# design 1

<file path="config.mk">
export PLATFORM = sky130hd
export DESIGN_NAME = alu_operand_stage
export DESIGN_NICKNAME = d
export VERILOG_FILES = /design/src/rtl/alu_operand_stage.sv
export SDC_FILE = /design/constraint.sdc
export NUM_CORES = 1
export LEC_CHECK = 0
export CAP_MARGIN = 10
export CORE_MARGIN = 2
export CORE_UTILIZATION = 41
export DETAILED_ROUTE_END_ITERATION = 10
export GPL_ROUTABILITY_DRIVEN = 0
export MAX_ROUTING_LAYER = met4
export PLACE_DENSITY_LB_ADDON = 0.3
export SETUP_SLACK_MARGIN = 0.5
export SLEW_MARGIN = 0
export SYNTH_ARGS = -nofsm -noshare
export SYNTH_HDL_FRONTEND = slang
export SYNTH_SLANG_ARGS = --single-unit
</file>
<file path="constraint.sdc">
create_clock -name clock -period 3.8 [get_ports clock]
set_input_delay 0.76 -clock clock [delete_from_list [all_inputs] [get_ports clock]]
set_output_delay 0.76 -clock clock [all_outputs]
set_load 0.1 [all_outputs]
</file>
<file path="src/rtl/alu_operand_stage.sv">
// ID/EX operand stage: registers decoded operands/control, forwards EX/MEM and MEM/WB results to the ALU.
// Latency: id_* visible one cycle after the capturing edge; forwarding is combinational (zero cycles).
// Backpressure: stall holds the stage, flush loads a bubble, load-use hazards insert a bubble and hold upstream.
module alu_operand_stage (
  input  logic        clock,
  input  logic        reset,
  input  logic        id_valid,
  input  logic [31:0] id_read_data1,
  input  logic [31:0] id_read_data2,
  input  logic [4:0]  id_rn,
  input  logic [4:0]  id_rm,
  input  logic [31:0] id_imm,
  input  logic        id_alu_src,
  input  logic [3:0]  id_alu_op,
  input  logic [4:0]  id_rd,
  input  logic        id_reg_write,
  input  logic        id_mem_read,
  input  logic        id_mem_write,
  input  logic        stall,
  input  logic        flush,
  input  logic        exmem_reg_write,
  input  logic [4:0]  exmem_rd,
  input  logic [31:0] exmem_result,
  input  logic        memwb_reg_write,
  input  logic [4:0]  memwb_rd,
  input  logic [31:0] memwb_data,
  output logic [31:0] alu_in_one,
  output logic [31:0] alu_in_two,
  output logic [3:0]  alu_opcode,
  output logic [31:0] ex_store_data,
  output logic        ex_valid,
  output logic        ex_reg_write,
  output logic        ex_mem_read,
  output logic        ex_mem_write,
  output logic [4:0]  ex_rd,
  output logic        load_use_stall
);

  localparam logic [4:0] XZR = 5'd31;

  typedef struct packed {
    logic        valid;
    logic [4:0]  rn;
    logic [4:0]  rm;
    logic [4:0]  rd;
    logic [31:0] read_data1;
    logic [31:0] read_data2;
    logic [31:0] imm;
    logic        alu_src;
    logic [3:0]  alu_op;
    logic        reg_write;
    logic        mem_read;
    logic        mem_write;
  } stage_t;

  // A bubble writes nothing and targets XZR so it can never look like a hazard source.
  localparam stage_t BUBBLE = '{valid: 1'b0, rn: 5'd0, rm: 5'd0, rd: XZR,
                                read_data1: 32'd0, read_data2: 32'd0, imm: 32'd0,
                                alu_src: 1'b0, alu_op: 4'b0000,
                                reg_write: 1'b0, mem_read: 1'b0, mem_write: 1'b0};

  stage_t      q;
  stage_t      id_stage;
  logic [31:0] fwd_rn;
  logic [31:0] fwd_rm;

  // Pack the decode-stage inputs into one stage word.
  always_comb begin
    id_stage = '{valid: id_valid, rn: id_rn, rm: id_rm, rd: id_rd,
                 read_data1: id_read_data1, read_data2: id_read_data2, imm: id_imm,
                 alu_src: id_alu_src, alu_op: id_alu_op,
                 reg_write: id_reg_write, mem_read: id_mem_read, mem_write: id_mem_write};
  end

  // Stage register: flush beats stall, stall beats the load-use bubble.
  always_ff @(posedge clock or posedge reset) begin
    if (reset)               q <= BUBBLE;
    else if (flush)          q <= BUBBLE;
    else if (stall)          q <= q;
    else if (load_use_stall) q <= BUBBLE;
    else                     q <= id_stage;
  end

  // Per-source forwarding; the younger EX/MEM result wins and XZR always reads its register value.
  always_comb begin
    fwd_rn = q.read_data1;
    if (exmem_reg_write && (exmem_rd == q.rn) && (q.rn != XZR))
      fwd_rn = exmem_result;
    else if (memwb_reg_write && (memwb_rd == q.rn) && (q.rn != XZR))
      fwd_rn = memwb_data;

    fwd_rm = q.read_data2;
    if (exmem_reg_write && (exmem_rd == q.rm) && (q.rm != XZR))
      fwd_rm = exmem_result;
    else if (memwb_reg_write && (memwb_rd == q.rm) && (q.rm != XZR))
      fwd_rm = memwb_data;
  end

  // Rm is forwarded even for immediate forms because stores need it.
  assign alu_in_one    = fwd_rn;
  assign alu_in_two    = q.alu_src ? q.imm : fwd_rm;
  assign ex_store_data = fwd_rm;

  assign alu_opcode    = q.valid ? q.alu_op : 4'b0000;
  assign ex_valid      = q.valid;
  assign ex_reg_write  = q.valid & q.reg_write;
  assign ex_mem_read   = q.valid & q.mem_read;
  assign ex_mem_write  = q.valid & q.mem_write;
  assign ex_rd         = q.rd;

  // A load in EX whose destination feeds the instruction in decode cannot be forwarded in time.
  assign load_use_stall = ex_valid & ex_mem_read & id_valid & (ex_rd != XZR) &
                          ((ex_rd == id_rn) | (ex_rd == id_rm));

endmodule

</file>
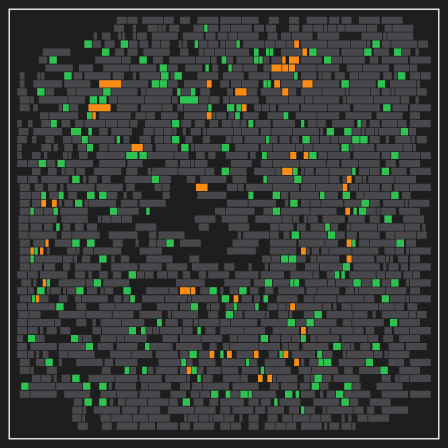
(design_1/gate_families.png)
[NOR gates] orange | cells: 48 | where: spread over the die
[NAND gates] green | cells: 197 | where: spread over the die
combinational share of cell area: 0.385
dominant logic cell type in the layout: clkdlybuf4s50_1

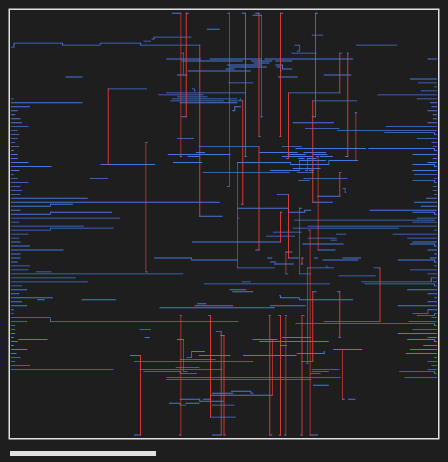
(design_1/metal_stack.png)
The bar under the picture is 50 microns long. Two of the layers only.
[met4] red | wire length: 1370 microns
[met3] blue | wire length: 3140 microns

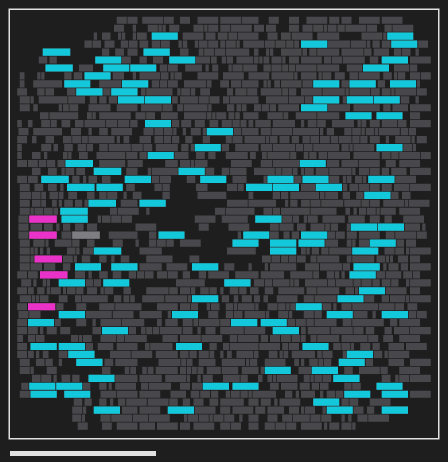
(design_1/registers.png)
The bar under the picture is 50 microns long.
[q] cyan | sequential cells: 114 | where: spread over the die
[ex_rd] magenta | sequential cells: 5 | where: west
not colored: 1

[routing by layer]
layer	part of all wire	up-vias
met2	0.48	482
met1	0.40	4551
met4	0.037	0
met5	0	-
met3	0.085	96
li1	-	4083
[Yosys cell counts (29+ instances only)]
master      n  share of area
o31ai_1    31          0.028
nand3_1    34          0.020
nor3_1     31          0.019
nand3b_1  115           0.10
dfrtp_1   115           0.35
clkbuf_1   85          0.038
and3_1     32          0.024
inv_1     116          0.052
nand2_1    43          0.019
a31oi_1    29          0.022
mux2i_1    32          0.039
o41ai_1   115           0.12
[how the worst min path moves through the flow]
| stage | from | end |
|---|---|---|
| 3_3_place_gp | q[5] | q[5] |
| 2_1_floorplan | q[1] | q[1] |
| 6_report | q[0] | q[0] |
| 5_1_grt | q[2] | q[2] |
| 3_5_place_dp | q[0] | q[0] |
| 4_1_cts | q[0] | q[0] |
[registers in the layout (all words and copies together), names as in the netlist]
register,count
ex_valid,1
q,114
ex_rd,5
[area by class of cell]
type	instances	area (sq um)	share of cell area
antenna	7	17.5	0.00114
clock buffer	19	453	0.0294
clock inverter	13	148	0.00959
inverter	116	439	0.0285
multi-input combinational	598	5940	0.385
sequential	120	3020	0.196
tap	270	338	0.0219
timing repair buffer	390	5050	0.328
==> impl_metrics.csv <==
group,metric,value,unit
cells_and_area,nFillCells,1307,
grt,grt_max_degree,127,
outcome,status,"finished, final reports clean",
route,post_drt_wl_per_cell,24.1,microns
placement,placed_area,13700,sq um
power_and_ir_drop,pg_seq,1.45,mW
yosys,synth_top_flop_cell,"dfrtp_1",
sta,tightest_slew,1.05,ns
cts,cts_buffers,17,
grt,grt-busiest-layer,"met2",
setup_path,crit_path_top_delay_cell,"dfrtp_2",
setup_path,crit_path_end_kind,"output pin",
cells_and_area,drive_gt1_frac,0.325,
route,drt_iter0_drc,814,
die,fp_util,0.414,
power_and_ir_drop,power.share.switching,0.379,
yosys,mux_share,0.0779,
route,route.vias.total,9212,
sta,setup_viol,0,
route,vias_per_cell,6.01,
die,die_w,146,microns
grt,gr-usage-all-layers,0.342,
setup_path,crit_family,"buffers and inverters",
route,antenna_left,0,
setup_path,rrSetupSlack,1.49,ns
cells_and_area,final_cell_mix,"198 x clkdlybuf4s50_1, 115 x inv_1, 115 x nand3b_1, 115 x o41ai_1, 111 x buf_12",
yosys,synthArstFlopShare,1.00,
grt,met3_usage,0.0838,
cts,cts_resized,142,
power_and_ir_drop,pwr.group.clock,1.66,mW
yosys,numSynthFlops,120,
placement,io_buffers,309,
die,die-area,21400,sq um
placement,hpwl,23300,microns
sta,finalClockPeriodUsage,0.871,
setup_path,critPathLaunch,"q[113]",
sta,skew,0.00883,ns
power_and_ir_drop,leakage,6.11,nW
yosys,compound_area_frac,0.205,
yosys,yosysWarningCount,0,
power_and_ir_drop,vdd.ir_drop.worst,0.293,mV
cells_and_area,final_area,15400,sq um
run,log.warning_count,35,
power_and_ir_drop,power_density,336,nW/um^2
sta,grt_setup_unrepaired,"true",
cts,clk_latency,0.43,ns
yosys,syn_area,8300,sq um
grt,grt_pass1_vias,9157,
setup_path,r2r-end,"q[58]",
route,drc_errors,0,
grt,grt_pass1_wl,55000,microns
worst_hold_path,min_path_type,"reg2reg",
cts,hold_buffers,0,
grt,antenna_found_initial,6,
yosys,synthDistinctLibCells,39,
yosys,synth-edff-count,0,
placement,post-place-ws,-0.0191,ns
worst_hold_path,whs_path_depth,2,
power_and_ir_drop,totalPowerFinal,5.17,mW
power_and_ir_drop,p_comb_frac,0.399,
yosys,ys_sh_xor,0.0325,
die,dieHeight,146,microns
setup_path,path_max_fanout,7,
setup_path,rr_startpoint,"ex_rd[0]",
setup_path,crit_path_cell_trace,"xnor2_4 > nand4_1 > buf_6 > buf_4 > o31ai_2 > a31oi_4 > mux2_4 > buf_12",
yosys,avgSynthCellArea,8.74,sq um
yosys,yosys.area_share.adder,0,
setup_path,cp-endpoint,"alu_in_two[11]",
setup_path,worstSetupPathDepth,8,
route,finalWirelength,36900,microns

# design 2

==> design_2/metal_stack.png <==
The bar under the picture is 20 microns long. Two of the layers only.
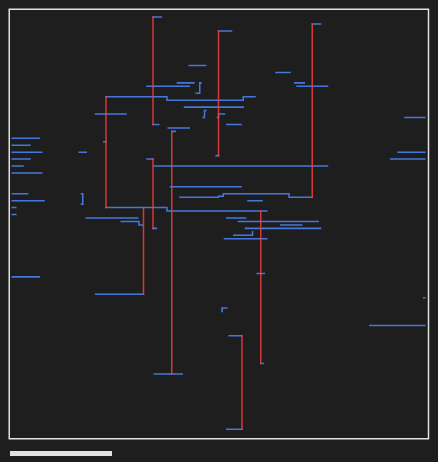
==> design_2/cell_classes.png <==
The bar under the picture is 20 microns long.
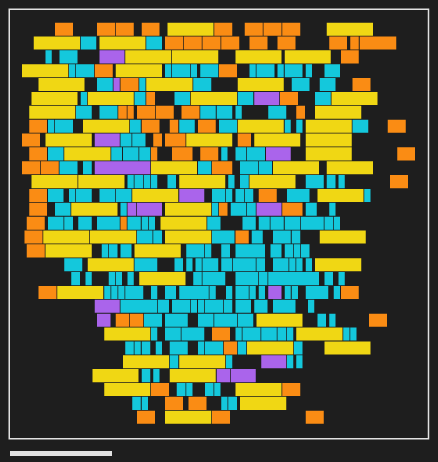
==> design_2/registers.png <==
The bar under the picture is 20 microns long.
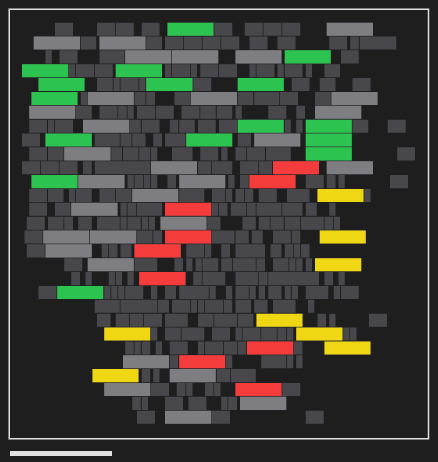
[src/rtl/divider_seq_pkg.sv]
// Shared constants for the sequential restoring divider: operand width,
// state encodings and iteration-counter width.
package divider_seq_pkg;

  localparam int BITWIDTH = 8;
  localparam int DW       = 2 * BITWIDTH;
  localparam int CNT_W    = $clog2(DW);

  typedef enum logic [1:0] {
    IDLE = 2'd0,
    RUN  = 2'd1,
    DONE = 2'd2
  } state_e;

  localparam logic [CNT_W-1:0] CNT_LOAD = CNT_W'(DW - 1);

endpackage

[src/rtl/divider_step.sv]
// One restoring-division iteration: shift the next dividend bit into the
// partial remainder and subtract the divisor when it fits.
module divider_step
  import divider_seq_pkg::*;
(
  input  logic [BITWIDTH:0]   rem_i,
  input  logic                bit_i,
  input  logic [BITWIDTH-1:0] div_i,
  output logic [BITWIDTH:0]   rem_o,
  output logic                q_o
);

  logic [BITWIDTH+1:0] shifted;
  logic [BITWIDTH+1:0] diff;

  // The extra top bit only matters for a zero divisor, where it is discarded.
  always_comb begin
    shifted = {rem_i, bit_i};
    diff    = shifted - {2'b00, div_i};
    q_o     = (shifted >= {2'b00, div_i});
    rem_o   = (BITWIDTH + 1)'(q_o ? diff : shifted);
  end

endmodule

[src/rtl/divider_seq.sv]
// Sequential restoring divider, one quotient bit per clock, start/busy/done
// handshake. Optional DIVIDER_SEQ_DIVZERO_EN adds a zero-divisor fast path and flag.
//
// state | meaning
// IDLE  | waiting for iStart; operands captured on accept
// RUN   | one restoring iteration per cycle, counter counts down to 0
// DONE  | oDone pulse, results valid; returns to IDLE
module divider_seq
  import divider_seq_pkg::*;
(
  input  logic                iClk,
  input  logic                iRstN,
  input  logic                iClr,
  input  logic                iStart,
  input  logic [DW-1:0]       iDividend,
  input  logic [BITWIDTH-1:0] iDivisor,
  output logic                oBusy,
  output logic                oDone,
  output logic [DW-1:0]       oQuotient,
  output logic [BITWIDTH-1:0] oRemainder
`ifdef DIVIDER_SEQ_DIVZERO_EN
  ,
  output logic                oDivZero
`endif
);

  state_e              state_q, state_d;
  logic [CNT_W-1:0]    cnt_q, cnt_d;
  logic [DW-1:0]       dvd_q, dvd_d;
  logic [BITWIDTH-1:0] div_q, div_d;
  logic [BITWIDTH:0]   rem_q, rem_d;
  logic [DW-1:0]       quot_q, quot_d;
  logic [BITWIDTH-1:0] remo_q, remo_d;

  logic [BITWIDTH:0]   step_rem;
  logic                step_q;

`ifdef DIVIDER_SEQ_DIVZERO_EN
  logic dz_q, dz_d;
  logic dzflag_q, dzflag_d;
`endif

  divider_step u_step (
    .rem_i (rem_q),
    .bit_i (dvd_q[DW-1]),
    .div_i (div_q),
    .rem_o (step_rem),
    .q_o   (step_q)
  );

  always_ff @(posedge iClk or negedge iRstN) begin
    if (!iRstN) begin
      state_q  <= IDLE;
      cnt_q    <= '0;
      dvd_q    <= '0;
      div_q    <= '0;
      rem_q    <= '0;
      quot_q   <= '0;
      remo_q   <= '0;
`ifdef DIVIDER_SEQ_DIVZERO_EN
      dz_q     <= 1'b0;
      dzflag_q <= 1'b0;
`endif
    end else begin
      state_q  <= state_d;
      cnt_q    <= cnt_d;
      dvd_q    <= dvd_d;
      div_q    <= div_d;
      rem_q    <= rem_d;
      quot_q   <= quot_d;
      remo_q   <= remo_d;
`ifdef DIVIDER_SEQ_DIVZERO_EN
      dz_q     <= dz_d;
      dzflag_q <= dzflag_d;
`endif
    end
  end

  // dvd_q doubles as the quotient shift register: dividend bits leave at the
  // top while quotient bits enter at the bottom.
  always_comb begin
    state_d  = state_q;
    cnt_d    = cnt_q;
    dvd_d    = dvd_q;
    div_d    = div_q;
    rem_d    = rem_q;
    quot_d   = quot_q;
    remo_d   = remo_q;
`ifdef DIVIDER_SEQ_DIVZERO_EN
    dz_d     = dz_q;
    dzflag_d = dzflag_q;
`endif
    if (iClr) begin
      state_d  = IDLE;
      quot_d   = '0;
      remo_d   = '0;
`ifdef DIVIDER_SEQ_DIVZERO_EN
      dzflag_d = 1'b0;
`endif
    end else begin
      case (state_q)
        IDLE: begin
          if (iStart) begin
            dvd_d   = iDividend;
            div_d   = iDivisor;
            rem_d   = '0;
            cnt_d   = CNT_LOAD;
            state_d = RUN;
`ifdef DIVIDER_SEQ_DIVZERO_EN
            dz_d    = (iDivisor == '0);
`endif
          end
        end
        RUN: begin
`ifdef DIVIDER_SEQ_DIVZERO_EN
          if (dz_q) begin
            quot_d   = '1;
            remo_d   = dvd_q[BITWIDTH-1:0];
            dzflag_d = 1'b1;
            state_d  = DONE;
          end else
`endif
          begin
            rem_d = step_rem;
            dvd_d = {dvd_q[DW-2:0], step_q};
            cnt_d = cnt_q - 1'b1;
            if (cnt_q == '0) begin
              quot_d  = {dvd_q[DW-2:0], step_q};
              remo_d  = step_rem[BITWIDTH-1:0];
              state_d = DONE;
`ifdef DIVIDER_SEQ_DIVZERO_EN
              dzflag_d = 1'b0;
`endif
            end
          end
        end
        DONE:    state_d = IDLE;
        default: state_d = IDLE;
      endcase
    end
  end

  assign oBusy      = (state_q != IDLE);
  assign oDone      = (state_q == DONE);
  assign oQuotient  = quot_q;
  assign oRemainder = remo_q;
`ifdef DIVIDER_SEQ_DIVZERO_EN
  assign oDivZero   = dzflag_q;
`endif

endmodule

[config.mk]
export PLATFORM = sky130hd
export DESIGN_NAME = divider_seq
export DESIGN_NICKNAME = d
export VERILOG_FILES = /design/src/rtl/divider_seq_pkg.sv /design/src/rtl/divider_step.sv /design/src/rtl/divider_seq.sv
export SDC_FILE = /design/constraint.sdc
export NUM_CORES = 1
export LEC_CHECK = 0
export CAP_MARGIN = 20
export CORE_AREA = 2 2 80 82
export CTS_CLUSTER_SIZE = 40
export DETAILED_ROUTE_END_ITERATION = 10
export DIE_AREA = 0 0 82 84
export GPL_TIMING_DRIVEN = 0
export PLACE_DENSITY = 0.89
export SYNTH_ARGS = -nofsm -noshare
export SYNTH_HDL_FRONTEND = slang
export SYNTH_SLANG_ARGS = --single-unit
[constraint.sdc]
create_clock -name iClk -period 2.3 [get_ports iClk]
set_input_delay 0.345 -clock iClk [delete_from_list [all_inputs] [get_ports iClk]]
set_output_delay 0.345 -clock iClk [all_outputs]
set_load 0.02 [all_outputs]
==> impl_metrics.csv <==
group,metric,value,unit
outcome,status,"finished with violations",
outcome,violations,"hold timing",
setup_path,cpPeakStageDelay,0.42,ns
setup_path,crit_buf_inv,3,
route,m1WireLength,3240,microns
cells_and_area,lay_top_count,"dfrtp_1",
grt,met2_usage,0.374,
yosys,yosys-stat-area,3060,sq um
sta,fmax,0.462,GHz
setup_path,crit_path_top_delay_cell,"fa_1",
yosys,synth-edff-count,0,
power_and_ir_drop,p_switching,1.65,mW
placement,gp_congestion,0.897,
cells_and_area,nFillCells,457,
sta,tightest_slew,0.592,ns
route,drc_errors,0,
sta,slew_headroom,0.606,
cts,clk_latency,0.35,ns
placement,io_buffers,53,
yosys,syn_area,3060,sq um
yosys,syn-num-nets,321,
sta,finalWorstSetupSlack,0.135,ns
power_and_ir_drop,power_leader,"combinational logic",
cells_and_area,drive_gt1_frac,0.132,
yosys,yosysWarningCount,0,
setup_path,critPathLaunch,"dvd_q[15]",
cells_and_area,layout.cells.non_filler,434,
power_and_ir_drop,power.internal,2.66,mW
die,dieHeight,84,microns
yosys,top_cell_area_share,0.515,
power_and_ir_drop,leakage,1.84,nW
grt,grt_util_met1,0.317,
grt,met3_usage,0.0541,
yosys,synthArstFlopShare,1.00,
setup_path,r2r-end,"oRemainder[6]",
yosys,ys_cells,283,
yosys,ys_sh_xor,0.0143,
sta,whs,-0.0131,ns
cts,cts_setup_buffers,0,
sta,setup_viol,0,
setup_path,crit_path_cell_trace,"inv_1 > ha_1 > inv_1 > fa_1 > nand3_2 > nand3_2 > a21oi_4 > buf_4 > a21oi_2 > a221o_1",
yosys,top_area_cell,"dfrtp_1",
setup_path,crit_path_end_kind,"flip-flop",
die,io_pins,54,
power_and_ir_drop,pwr.group.clock,0.971,mW
setup_path,ff2ff_path_depth,10,
cells_and_area,n_antenna_cell,0,
run,cap_violations,0,
setup_path,rrSetupSlack,0.13,ns
power_and_ir_drop,power_density,1100,nW/um^2
yosys,yosys.area_share.adder,0.0433,
sta,finalHoldViolations,14,
yosys,area_leaders,"dfrtp_1 52%, a22o_1 5.4%, a222oi_1 4.3%, nand2_1 4.0%, ha_1 3.7%",
yosys,simple_gate_share,0.107,
power_and_ir_drop,seqPwrFrac,0.338,
sta,final_max_slew_viol_count,0,
sta,finalClockPeriodUsage,0.942,
route,drt_iter0_drc,245,
worst_hold_path,min_path_type,"in2async",
power_and_ir_drop,totalPowerFinal,4.31,mW
route,vias_per_cell,5.80,
setup_path,crit_arrival,2.40,ns
route,dr_wl_met3,368,microns
cts,clkSinkCount,63,
## Picture notes: design_2/metal_stack.png
[met3] blue | wire length: 369 microns
[met4] red | wire length: 228 microns
Post-Route WL: 7510 microns
total track usage: 0.240
wire per inst: 17.3 microns
routed vias: 2519

## Picture notes: design_2/cell_classes.png
[all other logic] cyan | cells: 206 | share of their area: 36%
[clock drivers and dummy loads] purple | cells: 16 | share of their area: 5.2%
[flip-flops] yellow | cells: 63 | share of their area: 41%
[other buffers and delay cells] orange | cells: 72 | share of their area: 17%
FP Rows: 29
Placeable Area: 6100 sq um
fraction of area in registers: 0.401
fin area: 3930 sq um
Core Util, Final: 0.645

## Picture notes: design_2/registers.png
[dvd_q] green | sequential cells: 16
[div_q] yellow | sequential cells: 8
[rem_q] red | sequential cells: 9
not colored: 30
Seq. pwr: 1.45 mW
register area: 1580 sq um

==> synth_stat cells, types with 2 or more instances <==
cell type / number
nor2_1: 11
nor3b_1: 2
a22oi_1: 2
buf_6: 4
a211oi_1: 2
xor2_1: 2
a31oi_2: 2
o21ai_0: 18
o21ai_1: 8
nand2_2: 2
nand3_2: 2
mux2i_1: 9
dfrtp_1: 63
a21oi_1: 8
a21oi_4: 2
xnor2_1: 3
clkbuf_1: 3
nor4b_1: 2
nor2b_1: 3
ha_1: 9
buf_2: 6
a222oi_1: 13
nand2_1: 33
a22o_1: 19
inv_1: 28
nand2b_1: 2
a21o_1: 3
==> flip-flops by register name, summed over array words and instances (netlist names) <==
register / flops
oRemainder: 8
cnt_q: 4
dvd_q: 16
div_q: 8
state_q: 2
rem_q: 9
oQuotient: 16
==> layout make-up <==
class                           instances  area share
Sequential cell                        63       0.401
Multi-Input combinational cell        178       0.327
Timing Repair Buffer                   58       0.146
Clock buffer                           11      0.0360
Inverter                               28      0.0267
Tap cell                               77      0.0245
Buffer                                 14      0.0239
Clock inverter                          5      0.0146

# design 3

## config.mk

```make
export PLATFORM = sky130hd
export DESIGN_NAME = apb_arb_master
export DESIGN_NICKNAME = d
export VERILOG_FILES = /design/src/rtl/apb_arb_master.sv
export SDC_FILE = /design/constraint.sdc
export NUM_CORES = 1
export LEC_CHECK = 0
export CORE_MARGIN = 2
export CORE_UTILIZATION = 40
export CTS_BUF_LIST = sky130_fd_sc_hd__clkbuf_4
export DETAILED_ROUTE_END_ITERATION = 6
export PLACE_DENSITY_LB_ADDON = 0.1
export SYNTH_ARGS = -nofsm -noshare
export SYNTH_HDL_FRONTEND = slang
export SYNTH_SLANG_ARGS = --single-unit
```

## constraint.sdc

```tcl
create_clock -name pclk -period 3.3 [get_ports pclk]
set_input_delay 0.33 -clock pclk [delete_from_list [all_inputs] [get_ports pclk]]
set_output_delay 0.33 -clock pclk [all_outputs]
set_load 0.01 [all_outputs]
```

## src/rtl/apb_arb_master.sv

```systemverilog
// Round-robin arbiter sharing one APB bus between NUM_REQ requesters.
// It runs one IDLE/SETUP/ACCESS transfer at a time and has an ACCESS-phase watchdog.
module apb_arb_master #(
    parameter int DATA_WIDTH = 32,
    parameter int ADDR_WIDTH = 8,
    parameter int NUM_REQ    = 2,
    parameter int TIMEOUT    = 16
) (
    input  logic                             pclk,
    input  logic                             preset,
    input  logic [NUM_REQ-1:0]               req_valid,
    input  logic [NUM_REQ-1:0]               req_write,
    input  logic [NUM_REQ*ADDR_WIDTH-1:0]    req_addr,
    input  logic [NUM_REQ*DATA_WIDTH-1:0]    req_wdata,
    output logic [NUM_REQ-1:0]               req_ready,
    output logic [NUM_REQ-1:0]               rsp_valid,
    output logic [DATA_WIDTH-1:0]            rsp_rdata,
    output logic                             rsp_err,
    output logic                             psel,
    output logic                             penable,
    output logic                             pwrite,
    output logic [ADDR_WIDTH-1:0]            paddr,
    output logic [DATA_WIDTH-1:0]            pwdata,
    input  logic [DATA_WIDTH-1:0]            prdata,
    input  logic                             pready,
    input  logic                             pslverr
);

    localparam int PW = (NUM_REQ > 1) ? $clog2(NUM_REQ) : 1;
    localparam int CW = $clog2(TIMEOUT + 2);
    localparam logic [CW-1:0] LAST_CNT = CW'((TIMEOUT > 0) ? TIMEOUT - 1 : 0);

    typedef enum logic [1:0] {
        IDLE   = 2'd0,
        SETUP  = 2'd1,
        ACCESS = 2'd2
    } state_t;

    state_t                  state_r, state_nxt_s;
    logic [PW-1:0]           rr_r, rr_nxt_s;
    logic [PW-1:0]           owner_r, owner_nxt_s;
    logic [CW-1:0]           cnt_r, cnt_nxt_s;
    logic                    psel_nxt_s, penable_nxt_s, pwrite_nxt_s;
    logic [ADDR_WIDTH-1:0]   paddr_nxt_s;
    logic [DATA_WIDTH-1:0]   pwdata_nxt_s;
    logic [NUM_REQ-1:0]      rsp_valid_nxt_s;
    logic [DATA_WIDTH-1:0]   rsp_rdata_nxt_s;
    logic                    rsp_err_nxt_s;
    logic                    grant_found_s;
    logic [PW-1:0]           grant_idx_s;

    // Requester index ptr+off wrapped into 0..NUM_REQ-1 (both operands already in range).
    function automatic logic [PW-1:0] rr_index(input logic [PW-1:0] ptr, input int off);
        int sum;
        sum = int'(ptr) + off;
        if (sum >= NUM_REQ) begin
            return PW'(sum - NUM_REQ);
        end else begin
            return PW'(sum);
        end
    endfunction

    // Round-robin search: first valid requester at or after the rr pointer.
    always_comb begin
        grant_found_s = 1'b0;
        grant_idx_s   = rr_r;
        for (int i = 0; i < NUM_REQ; i++) begin
            grant_idx_s   = (!grant_found_s && req_valid[rr_index(rr_r, i)]) ? rr_index(rr_r, i) : grant_idx_s;
            grant_found_s = grant_found_s | req_valid[rr_index(rr_r, i)];
        end
    end

    // Grant is only offered while the bus is idle and out of reset.
    always_comb begin
        req_ready = '0;
        if (!preset && (state_r == IDLE) && grant_found_s) begin
            req_ready[grant_idx_s] = 1'b1;
        end else begin
            req_ready = '0;
        end
    end

    // Next-state and next-output computation for the transfer sequencer.
    always_comb begin
        state_nxt_s     = state_r;
        rr_nxt_s        = rr_r;
        owner_nxt_s     = owner_r;
        cnt_nxt_s       = cnt_r;
        psel_nxt_s      = psel;
        penable_nxt_s   = penable;
        pwrite_nxt_s    = pwrite;
        paddr_nxt_s     = paddr;
        pwdata_nxt_s    = pwdata;
        rsp_valid_nxt_s = '0;
        rsp_rdata_nxt_s = rsp_rdata;
        rsp_err_nxt_s   = rsp_err;
        case (state_r)
            IDLE: begin
                if (grant_found_s) begin
                    owner_nxt_s   = grant_idx_s;
                    rr_nxt_s      = rr_index(grant_idx_s, 1);
                    pwrite_nxt_s  = req_write[grant_idx_s];
                    paddr_nxt_s   = req_addr[grant_idx_s*ADDR_WIDTH +: ADDR_WIDTH];
                    pwdata_nxt_s  = req_wdata[grant_idx_s*DATA_WIDTH +: DATA_WIDTH];
                    psel_nxt_s    = 1'b1;
                    penable_nxt_s = 1'b0;
                    state_nxt_s   = SETUP;
                end else begin
                    psel_nxt_s    = 1'b0;
                    penable_nxt_s = 1'b0;
                    pwrite_nxt_s  = 1'b0;
                end
            end
            SETUP: begin
                penable_nxt_s = 1'b1;
                cnt_nxt_s     = '0;
                state_nxt_s   = ACCESS;
            end
            ACCESS: begin
                // pready wins over the watchdog when both land in the same cycle.
                if (pready) begin
                    rsp_valid_nxt_s          = '0;
                    rsp_valid_nxt_s[owner_r] = 1'b1;
                    rsp_err_nxt_s            = pslverr;
                    rsp_rdata_nxt_s          = pwrite ? '0 : prdata;
                    psel_nxt_s               = 1'b0;
                    penable_nxt_s            = 1'b0;
                    pwrite_nxt_s             = 1'b0;
                    state_nxt_s              = IDLE;
                end else if ((TIMEOUT != 0) && (cnt_r == LAST_CNT)) begin
                    rsp_valid_nxt_s          = '0;
                    rsp_valid_nxt_s[owner_r] = 1'b1;
                    rsp_err_nxt_s            = 1'b1;
                    rsp_rdata_nxt_s          = '0;
                    psel_nxt_s               = 1'b0;
                    penable_nxt_s            = 1'b0;
                    pwrite_nxt_s             = 1'b0;
                    state_nxt_s              = IDLE;
                end else if (TIMEOUT != 0) begin
                    cnt_nxt_s = cnt_r + CW'(1);
                end else begin
                    cnt_nxt_s = cnt_r;
                end
            end
            default: begin
                psel_nxt_s    = 1'b0;
                penable_nxt_s = 1'b0;
                pwrite_nxt_s  = 1'b0;
                state_nxt_s   = IDLE;
            end
        endcase
    end

    // State register and registered outputs; reset aborts any transfer in flight.
    always_ff @(posedge pclk or posedge preset) begin
        if (preset) begin
            state_r   <= IDLE;
            rr_r      <= '0;
            owner_r   <= '0;
            cnt_r     <= '0;
            psel      <= 1'b0;
            penable   <= 1'b0;
            pwrite    <= 1'b0;
            paddr     <= '0;
            pwdata    <= '0;
            rsp_valid <= '0;
            rsp_rdata <= '0;
            rsp_err   <= 1'b0;
        end else begin
            state_r   <= state_nxt_s;
            rr_r      <= rr_nxt_s;
            owner_r   <= owner_nxt_s;
            cnt_r     <= cnt_nxt_s;
            psel      <= psel_nxt_s;
            penable   <= penable_nxt_s;
            pwrite    <= pwrite_nxt_s;
            paddr     <= paddr_nxt_s;
            pwdata    <= pwdata_nxt_s;
            rsp_valid <= rsp_valid_nxt_s;
            rsp_rdata <= rsp_rdata_nxt_s;
            rsp_err   <= rsp_err_nxt_s;
        end
    end

endmodule

```

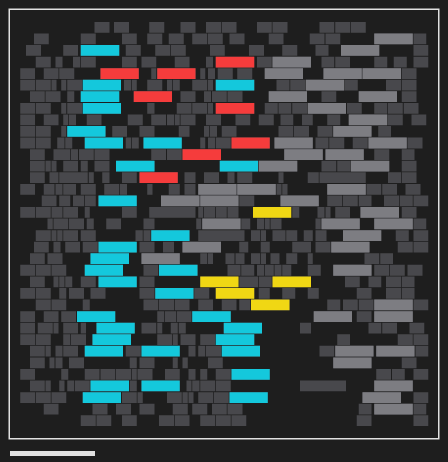
(design_3/registers.png)
The bar under the picture is 20 microns long.
[cnt_r] yellow | sequential cells: 5
[paddr] red | sequential cells: 8 | where: north
[pwdata] cyan | sequential cells: 32
not colored: 42
fraction of area in registers: 0.364
Core Util, Final: 0.653

==> cell families (layout without fill, tap and decap cells) <==
logic type | Yosys count | after routing | synth area share
compound gates | 91 | 91 | 0.222
flops | 87 | 87 | 0.583
buf+inv | 39 | 230 | 0.0533
fa+ha+maj | 2 | 2 | 0.00670
simple gates | 106 | 106 | 0.135
==> layout by cell type (no fill, tap or decap), types with 2 or more instances in the layout <==
cell type / netlist / final
buf_4: 0 / 9
bufinv_16: 0 / 4
a31oi_1: 2 / 2
clkbuf_4: 0 / 9
dfrtp_1: 87 / 87
nor4b_1: 2 / 2
a221o_1: 41 / 41
and2_1: 2 / 2
ha_1: 2 / 2
a21oi_1: 4 / 4
inv_1: 7 / 6
nor3_1: 42 / 42
o2bb2ai_1: 3 / 3
a21boi_0: 2 / 2
clkdlybuf4s50_1: 0 / 199
or3_1: 2 / 2
nand2_1: 41 / 41
nor2_1: 6 / 5
a21bo_2: 2 / 2
a22o_1: 32 / 32
clkinv_2: 0 / 2
==> impl_metrics.csv <==
group,metric,value,unit
outcome,status,"finished, final reports clean",
cts,cts_setup_buffers,0,
power_and_ir_drop,seqPwrFrac,0.364,
yosys,numSynthFlops,87,
cells_and_area,logic_gate_count,199,
power_and_ir_drop,vdd.ir_drop.worst,0.466,mV
cells_and_area,finalNetCount,634,
power_and_ir_drop,totalPowerFinal,5.04,mW
route,post_drt_wl_per_cell,17.2,microns
yosys,post-synth-top-count-cell,"dfrtp_1",
cells_and_area,n_antenna_cell,0,
route,drt_iter0_drc,105,
cts,clk_latency,0.41,ns
cells_and_area,nClkBuffers,9,
cells_and_area,flops,87,
die,io_pins,200,
cts,cts_resized,0,
placement,io_buffers,199,
setup_path,crit_family,"simple AND/OR/NAND/NOR gates",
cells_and_area,nFillCells,705,
yosys,synth_seq_share,0.583,
worst_hold_path,whs_endpoint,"rsp_valid[0]",
cells_and_area,area_delta_synth_final,59.9,%
power_and_ir_drop,power_density,844,nW/um^2
placement,gp_congestion,0.784,
power_and_ir_drop,power.internal,3.37,mW
power_and_ir_drop,clkPwrFrac,0.160,
grt,gr-total-overflow,0,
sta,setup_viol,0,
placement,hpwl,7590,microns
placement,post-place-ws,0.907,ns
setup_path,startpoint_type,"flip-flop",
yosys,yosysWarningCount,0,
route,antenna_left,0,
cells_and_area,drive_gt1_frac,0.0620,
die,core-area,9150,sq um
cts,htreeDepth,3,
setup_path,rrSetupSlack,0.82,ns
route,dr_wl_met3,881,microns
route,dr_wl_met2,4920,microns
die,fp_util,0.408,
yosys,top_cell_area_share,0.583,
cells_and_area,top_regs,"pwdata x32, rsp_rdata x32, paddr x8",
yosys,synthArstFlopShare,1.00,
yosys,synth-edff-count,0,
yosys,avgSynthCellArea,11.5,sq um
cts,cts-root-buf,"clkbuf_4",
worst_hold_path,min_path_type,"reg2reg",
cells_and_area,layout.cells.non_filler,627,
sta,final_max_slew_viol_count,0,
grt,grt_util_met1,0.288,
placement,dpl.cell_count,612,
cts,hold_buffers,0,
yosys,top_area_cell,"dfrtp_1",
sta,finalClockPeriodUsage,0.852,

# design 4

### src/rtl/uvmt_cv32e40x_exception_sequencer_if.sv
// ============================================================================
// Module   : uvmt_cv32e40x_exception_sequencer_if
// Brief    : Pipeline handshake, exception flag and result bundle for the
//            exception sequencer.
// Revision : 1.0
// ============================================================================
`default_nettype none

interface uvmt_cv32e40x_exception_sequencer_if #(
  parameter int CAUSE_W = 11,
  parameter int COUNT_W = 16
);
  logic               ifid_hs_i;
  logic               idex_hs_i;
  logic               exwb_hs_i;
  logic               wb_retire_i;
  logic               flush_i;
  logic               if_pma_fault_i;
  logic               if_buserr_i;
  logic               id_illegal_i;
  logic               id_ebreak_i;
  logic               id_ecall_i;
  logic               ex_ld_misalign_i;
  logic               ex_st_misalign_i;
  logic               dut_exc_valid_i;
  logic [CAUSE_W-1:0] dut_exc_cause_i;
  logic               exc_valid_o;
  logic [CAUSE_W-1:0] exc_cause_o;
  logic [6:0]         exc_flags_o;
  logic               mismatch_o;
  logic [COUNT_W-1:0] exc_count_o;

  // Master drives pipeline events; slave is the sequencer
  modport master (
    output ifid_hs_i, idex_hs_i, exwb_hs_i, wb_retire_i, flush_i,
    output if_pma_fault_i, if_buserr_i, id_illegal_i, id_ebreak_i, id_ecall_i,
    output ex_ld_misalign_i, ex_st_misalign_i, dut_exc_valid_i, dut_exc_cause_i,
    input  exc_valid_o, exc_cause_o, exc_flags_o, mismatch_o, exc_count_o
  );

  modport slave (
    input  ifid_hs_i, idex_hs_i, exwb_hs_i, wb_retire_i, flush_i,
    input  if_pma_fault_i, if_buserr_i, id_illegal_i, id_ebreak_i, id_ecall_i,
    input  ex_ld_misalign_i, ex_st_misalign_i, dut_exc_valid_i, dut_exc_cause_i,
    output exc_valid_o, exc_cause_o, exc_flags_o, mismatch_o, exc_count_o
  );
endinterface

`default_nettype wire

### src/rtl/uvmt_cv32e40x_exception_sequencer.sv
// ============================================================================
// Module   : uvmt_cv32e40x_exception_sequencer
// Brief    : Carries exception candidates ID->EX->WB, resolves the cause at WB
//            by RISC-V priority, checks it against the DUT and counts traps.
// Revision : 1.0
// ============================================================================
`default_nettype none

module uvmt_cv32e40x_exception_sequencer #(
  parameter int CAUSE_W = 11,
  parameter int COUNT_W = 16
) (
  input  wire logic                          clk_i,
  input  wire logic                          rst_i,
  uvmt_cv32e40x_exception_sequencer_if.slave eif
);

  localparam logic [CAUSE_W-1:0] C_CAUSE_PMA    = CAUSE_W'(1);
  localparam logic [CAUSE_W-1:0] C_CAUSE_IBUS   = CAUSE_W'(24);
  localparam logic [CAUSE_W-1:0] C_CAUSE_ILL    = CAUSE_W'(2);
  localparam logic [CAUSE_W-1:0] C_CAUSE_EBREAK = CAUSE_W'(3);
  localparam logic [CAUSE_W-1:0] C_CAUSE_ECALL  = CAUSE_W'(11);
  localparam logic [CAUSE_W-1:0] C_CAUSE_LD     = CAUSE_W'(4);
  localparam logic [CAUSE_W-1:0] C_CAUSE_ST     = CAUSE_W'(6);

  // Flag vector layout: {st, ld, ecall, ebreak, ill, ibus, pma}
  logic               r_id_valid, r_ex_valid, r_wb_valid;
  logic [6:0]         r_id_flags, r_ex_flags, r_wb_flags;
  logic               r_mismatch;
  logic [COUNT_W-1:0] r_count;

  logic [6:0]         w_ex_in_flags;
  logic [6:0]         w_wb_in_flags;
  logic               w_exc_valid;
  logic [CAUSE_W-1:0] w_cause_raw;
  logic [CAUSE_W-1:0] w_exc_cause;
  logic               w_check;
  logic               w_mismatch;

  // Flags from an empty stage are dropped so WB never reports a phantom trap
  assign w_ex_in_flags = (r_id_flags | {2'b00, eif.id_ecall_i, eif.id_ebreak_i,
                                        eif.id_illegal_i, 2'b00}) & {7{r_id_valid}};
  assign w_wb_in_flags = (r_ex_flags | {eif.ex_st_misalign_i, eif.ex_ld_misalign_i,
                                        5'b00000}) & {7{r_ex_valid}};

  always_comb begin
    w_cause_raw = '0;
    if      (r_wb_flags[0]) w_cause_raw = C_CAUSE_PMA;
    else if (r_wb_flags[1]) w_cause_raw = C_CAUSE_IBUS;
    else if (r_wb_flags[2]) w_cause_raw = C_CAUSE_ILL;
    else if (r_wb_flags[3]) w_cause_raw = C_CAUSE_EBREAK;
    else if (r_wb_flags[4]) w_cause_raw = C_CAUSE_ECALL;
    else if (r_wb_flags[5]) w_cause_raw = C_CAUSE_LD;
    else if (r_wb_flags[6]) w_cause_raw = C_CAUSE_ST;
  end

  assign w_exc_valid = r_wb_valid & (|r_wb_flags);
  assign w_exc_cause = w_exc_valid ? w_cause_raw : '0;
  assign w_check     = eif.wb_retire_i & r_wb_valid;
  assign w_mismatch  = w_check &
                       ((eif.dut_exc_valid_i != w_exc_valid) |
                        (eif.dut_exc_valid_i & w_exc_valid &
                         (eif.dut_exc_cause_i != w_exc_cause)));

  always_ff @(posedge clk_i or posedge rst_i) begin
    if (rst_i) begin
      r_id_valid <= 1'b0;
      r_id_flags <= '0;
      r_ex_valid <= 1'b0;
      r_ex_flags <= '0;
      r_wb_valid <= 1'b0;
      r_wb_flags <= '0;
      r_mismatch <= 1'b0;
      r_count    <= '0;
    end else begin
      // Flush overrides any fill of ID/EX; WB still accepts the old EX content
      if (eif.flush_i) begin
        r_id_valid <= 1'b0;
        r_id_flags <= '0;
      end else if (eif.ifid_hs_i) begin
        r_id_valid <= 1'b1;
        r_id_flags <= {5'b00000, eif.if_buserr_i, eif.if_pma_fault_i};
      end else if (eif.idex_hs_i) begin
        r_id_valid <= 1'b0;
        r_id_flags <= '0;
      end

      if (eif.flush_i) begin
        r_ex_valid <= 1'b0;
        r_ex_flags <= '0;
      end else if (eif.idex_hs_i) begin
        r_ex_valid <= r_id_valid;
        r_ex_flags <= w_ex_in_flags;
      end else if (eif.exwb_hs_i) begin
        r_ex_valid <= 1'b0;
        r_ex_flags <= '0;
      end

      if (eif.exwb_hs_i) begin
        r_wb_valid <= r_ex_valid;
        r_wb_flags <= w_wb_in_flags;
      end else if (eif.wb_retire_i) begin
        r_wb_valid <= 1'b0;
        r_wb_flags <= '0;
      end

      r_mismatch <= w_mismatch;

      if (eif.wb_retire_i && w_exc_valid && !(&r_count)) begin
        r_count <= r_count + COUNT_W'(1);
      end
    end
  end

  assign eif.exc_valid_o = w_exc_valid;
  assign eif.exc_cause_o = w_exc_cause;
  assign eif.exc_flags_o = r_wb_flags;
  assign eif.mismatch_o  = r_mismatch;
  assign eif.exc_count_o = r_count;

endmodule

`default_nettype wire

### src/flat_wrapper.sv
// flat-port wrapper written by rule: the top's interface ports become plain ports
module uvmt_cv32e40x_exception_sequencer_flat 
#(
  parameter int CAUSE_W = 11,
  parameter int COUNT_W = 16
)
  (clk_i, rst_i, eif_ifid_hs_i, eif_idex_hs_i, eif_exwb_hs_i, eif_wb_retire_i, eif_flush_i, eif_if_pma_fault_i, eif_if_buserr_i, eif_id_illegal_i, eif_id_ebreak_i, eif_id_ecall_i, eif_ex_ld_misalign_i, eif_ex_st_misalign_i, eif_dut_exc_valid_i, eif_dut_exc_cause_i, eif_exc_valid_o, eif_exc_cause_o, eif_exc_flags_o, eif_mismatch_o, eif_exc_count_o);
  uvmt_cv32e40x_exception_sequencer_if #(.CAUSE_W(CAUSE_W), .COUNT_W(COUNT_W)) eif_i ();
  input  wire logic clk_i;
  input  wire logic rst_i;
  input wire logic [$bits(eif_i.ifid_hs_i)-1:0] eif_ifid_hs_i;
  input wire logic [$bits(eif_i.idex_hs_i)-1:0] eif_idex_hs_i;
  input wire logic [$bits(eif_i.exwb_hs_i)-1:0] eif_exwb_hs_i;
  input wire logic [$bits(eif_i.wb_retire_i)-1:0] eif_wb_retire_i;
  input wire logic [$bits(eif_i.flush_i)-1:0] eif_flush_i;
  input wire logic [$bits(eif_i.if_pma_fault_i)-1:0] eif_if_pma_fault_i;
  input wire logic [$bits(eif_i.if_buserr_i)-1:0] eif_if_buserr_i;
  input wire logic [$bits(eif_i.id_illegal_i)-1:0] eif_id_illegal_i;
  input wire logic [$bits(eif_i.id_ebreak_i)-1:0] eif_id_ebreak_i;
  input wire logic [$bits(eif_i.id_ecall_i)-1:0] eif_id_ecall_i;
  input wire logic [$bits(eif_i.ex_ld_misalign_i)-1:0] eif_ex_ld_misalign_i;
  input wire logic [$bits(eif_i.ex_st_misalign_i)-1:0] eif_ex_st_misalign_i;
  input wire logic [$bits(eif_i.dut_exc_valid_i)-1:0] eif_dut_exc_valid_i;
  input wire logic [$bits(eif_i.dut_exc_cause_i)-1:0] eif_dut_exc_cause_i;
  output wire logic [$bits(eif_i.exc_valid_o)-1:0] eif_exc_valid_o;
  output wire logic [$bits(eif_i.exc_cause_o)-1:0] eif_exc_cause_o;
  output wire logic [$bits(eif_i.exc_flags_o)-1:0] eif_exc_flags_o;
  output wire logic [$bits(eif_i.mismatch_o)-1:0] eif_mismatch_o;
  output wire logic [$bits(eif_i.exc_count_o)-1:0] eif_exc_count_o;
  assign eif_i.ifid_hs_i = eif_ifid_hs_i;
  assign eif_i.idex_hs_i = eif_idex_hs_i;
  assign eif_i.exwb_hs_i = eif_exwb_hs_i;
  assign eif_i.wb_retire_i = eif_wb_retire_i;
  assign eif_i.flush_i = eif_flush_i;
  assign eif_i.if_pma_fault_i = eif_if_pma_fault_i;
  assign eif_i.if_buserr_i = eif_if_buserr_i;
  assign eif_i.id_illegal_i = eif_id_illegal_i;
  assign eif_i.id_ebreak_i = eif_id_ebreak_i;
  assign eif_i.id_ecall_i = eif_id_ecall_i;
  assign eif_i.ex_ld_misalign_i = eif_ex_ld_misalign_i;
  assign eif_i.ex_st_misalign_i = eif_ex_st_misalign_i;
  assign eif_i.dut_exc_valid_i = eif_dut_exc_valid_i;
  assign eif_i.dut_exc_cause_i = eif_dut_exc_cause_i;
  assign eif_exc_valid_o = eif_i.exc_valid_o;
  assign eif_exc_cause_o = eif_i.exc_cause_o;
  assign eif_exc_flags_o = eif_i.exc_flags_o;
  assign eif_mismatch_o = eif_i.mismatch_o;
  assign eif_exc_count_o = eif_i.exc_count_o;
  uvmt_cv32e40x_exception_sequencer #(.CAUSE_W(CAUSE_W), .COUNT_W(COUNT_W)) u_core (.clk_i(clk_i), .rst_i(rst_i), .eif(eif_i));
endmodule
### config.mk
export PLATFORM = sky130hd
export DESIGN_NAME = uvmt_cv32e40x_exception_sequencer_flat
export DESIGN_NICKNAME = d
export VERILOG_FILES = /design/src/rtl/uvmt_cv32e40x_exception_sequencer_if.sv /design/src/rtl/uvmt_cv32e40x_exception_sequencer.sv /design/src/flat_wrapper.sv
export SDC_FILE = /design/constraint.sdc
export NUM_CORES = 1
export LEC_CHECK = 0
export ABC_CLOCK_PERIOD_IN_PS = 6000
export CAP_MARGIN = 20
export CORE_MARGIN = 5
export CORE_UTILIZATION = 25
export CTS_CLUSTER_DIAMETER = 40
export DETAILED_ROUTE_END_ITERATION = 12
export HOLD_SLACK_MARGIN = 0.08
export SYNTH_ARGS = -nofsm -noshare
export SYNTH_HDL_FRONTEND = slang
export SYNTH_SLANG_ARGS = --single-unit
export TNS_END_PERCENT = 1
### constraint.sdc
create_clock -name clk_i -period 6 [get_ports clk_i]
set_clock_uncertainty 0.05 [all_clocks]
set_input_delay 1.8 -clock clk_i [delete_from_list [all_inputs] [get_ports clk_i]]
set_output_delay 1.8 -clock clk_i [all_outputs]
set_load 0.005 [all_outputs]
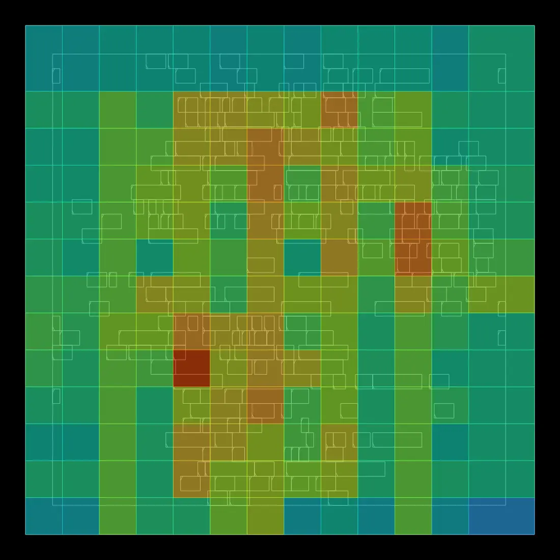
(design_4/final_congestion.png)
total track usage: 0.101
Most Used Layer, Global Route: met2
GR Util met2: 0.143
grt met1 use: 0.135

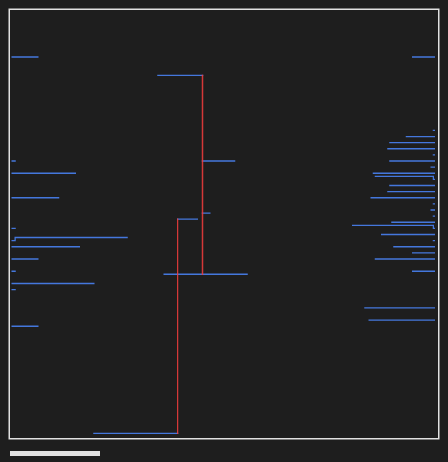
(design_4/metal_stack.png)
The bar under the picture is 20 microns long. Two of the layers only.
[met3] blue | wire length: 371 microns
[met4] red | wire length: 91.8 microns
routed vias: 1520
Post-Route WL: 4450 microns

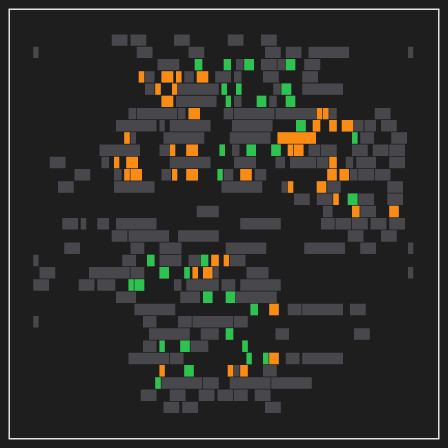
(design_4/gate_families.png)
[NAND gates] green | cells: 34
[NOR gates] orange | cells: 43

## layout make-up
cell class	instances	area (sq um)
clock buffer	7	86.3
inverter	5	18.8
sequential	34	851
clock inverter	1	5.00
fill	772	4600
multi-input combinational	140	898
tap	99	124
timing repair buffer	56	558
## power by group through the flow
stage | clock network, mW | logic, mW | registers, mW
floorplan | 0 | 0.0183 | 0.239
detailed placement | 0 | 0.0411 | 0.240
finish | 0.173 | 0.0406 | 0.236
CTS | 0.180 | 0.0414 | 0.236
global placement | 0 | 0.0411 | 0.240
global route | 0.191 | 0.0449 | 0.236
## cells by family after synthesis
| group | count (synthesis) | share of synthesized area |
|---|---|---|
| buf+inv | 15 | 0.0442 |
| compound gates | 31 | 0.122 |
| other cells | 1 | 0.00207 |
| mux | 2 | 0.0117 |
| simple gates | 84 | 0.264 |
| flops | 34 | 0.470 |
| fa+ha+maj | 2 | 0.0138 |
| xor+xnor | 15 | 0.0726 |
## worst reg2reg max path: stages (launching register included)
cell and delay [ns]:
dfrtp_1 0.50, nor4_1 0.43, a21boi_0 0.28, ha_1 0.38, nor3_1 0.18, nand4_1 0.11
nor4_1 0.25, a31oi_1 0.12
==> impl_metrics.csv <==
group,metric,value,unit
setup_path,r2r-end,"u_core.eif.mismatch_o",
power_and_ir_drop,power.share.switching,0.228,
sta,period_minus_slack,4.04,ns
outcome,status,"finished, final reports clean",
yosys,synthDistinctLibCells,42,
yosys,syn_area,1810,sq um
setup_path,crit_path_end_kind,"output pin",
placement,hpwl,3300,microns
placement,dpl.cell_count,334,
yosys,synth_top_flop_cell,"dfrtp_1",
power_and_ir_drop,totalPowerFinal,0.450,mW
power_and_ir_drop,power.internal,0.347,mW
placement,io_buffers,55,
cts,cts-root-buf,"clkbuf_8",
setup_path,rr_startpoint,"u_core.eif.exc_flags_o[1]",
cells_and_area,final_cell_mix,"55 x clkdlybuf4s50_1, 34 x dfrtp_1, 18 x nor2_1, 13 x nand2_1",
die,core-area,7140,sq um
yosys,post-synth-top-count-cell,"dfrtp_1",
route,drc_errors,0,
setup_path,crit_arrival,2.19,ns
die,row_count,31,
cts,cts_setup_buffers,0,
cts,cts_tree,"built",
die,die_w,95.1,microns
grt,antenna_found_initial,0,
yosys,synth_seq_share,0.470,
yosys,ys_cells,184,
route,top_layer,"met4",
setup_path,crit_family,"flip-flops",
sta,fmax,0.248,GHz
power_and_ir_drop,clkPwrFrac,0.385,
setup_path,path_max_fanout,9,
setup_path,worstSetupPathDepth,4,
setup_path,critPathRequiredTime,4.15,ns
cells_and_area,layout.cells.non_filler,342,
die,die-area,9040,sq um
cells_and_area,finalNetCount,270,
setup_path,crit_buf_inv,1,
sta,grt_setup_unrepaired,"false",
cells_and_area,n_antenna_cell,0,
cts,clk_latency,0.28,ns
setup_path,startpoint_type,"flip-flop",
cells_and_area,drive_gt1_frac,0.0741,
worst_hold_path,whs_endpoint,"u_core.eif.exc_flags_o[0]",
run,cap_violations,0,
sta,setup_viol,0,
route,drt_pass1_iterations,4,
power_and_ir_drop,p_comb_frac,0.090,
cells_and_area,largest_reg_flops,16,
route,vias_per_cell,4.44,
placement,placed_area,2450,sq um
cells_and_area,final_area,2540,sq um
worst_hold_path,min_path_type,"reg2reg",
power_and_ir_drop,vdd.ir_drop.worst,0.0607,mV
cts,cts_resized,0,
placement,post-place-ws,2.27,ns
power_and_ir_drop,p_switching,0.103,mW
sta,finalWorstSetupSlack,1.96,ns
sta,finalHoldViolations,0,
route,antenna_left,0,
yosys,numSynthFlops,34,
worst_hold_path,whs_path_depth,2,
sta,whs,0.421,ns
die,fp_util,0.254,
worst_hold_path,hold_path_startpoint,"u_core.r_ex_flags[0]",


==> screenshots <==
Placement by cell class.
panel A
The bar under the picture is 50 microns long.
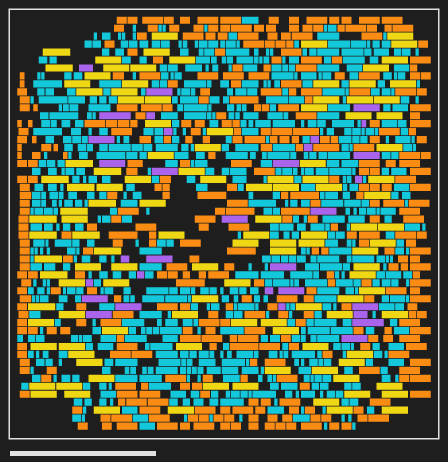
panel B
The bar under the picture is 20 microns long.
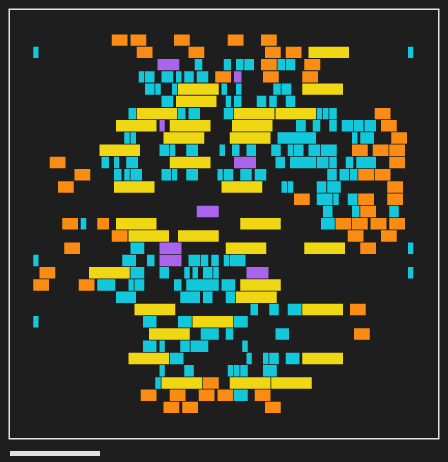
panel C
The bar under the picture is 20 microns long.
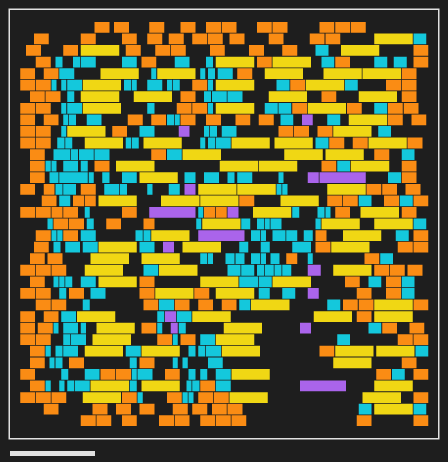
Panel B comes from design 4.
Panel A comes from design 1.
Panel C comes from design 3.
The one with the most cells is panel A.
The one with the highest utilization is panel A.

Power and IR drop assume default switching activity.
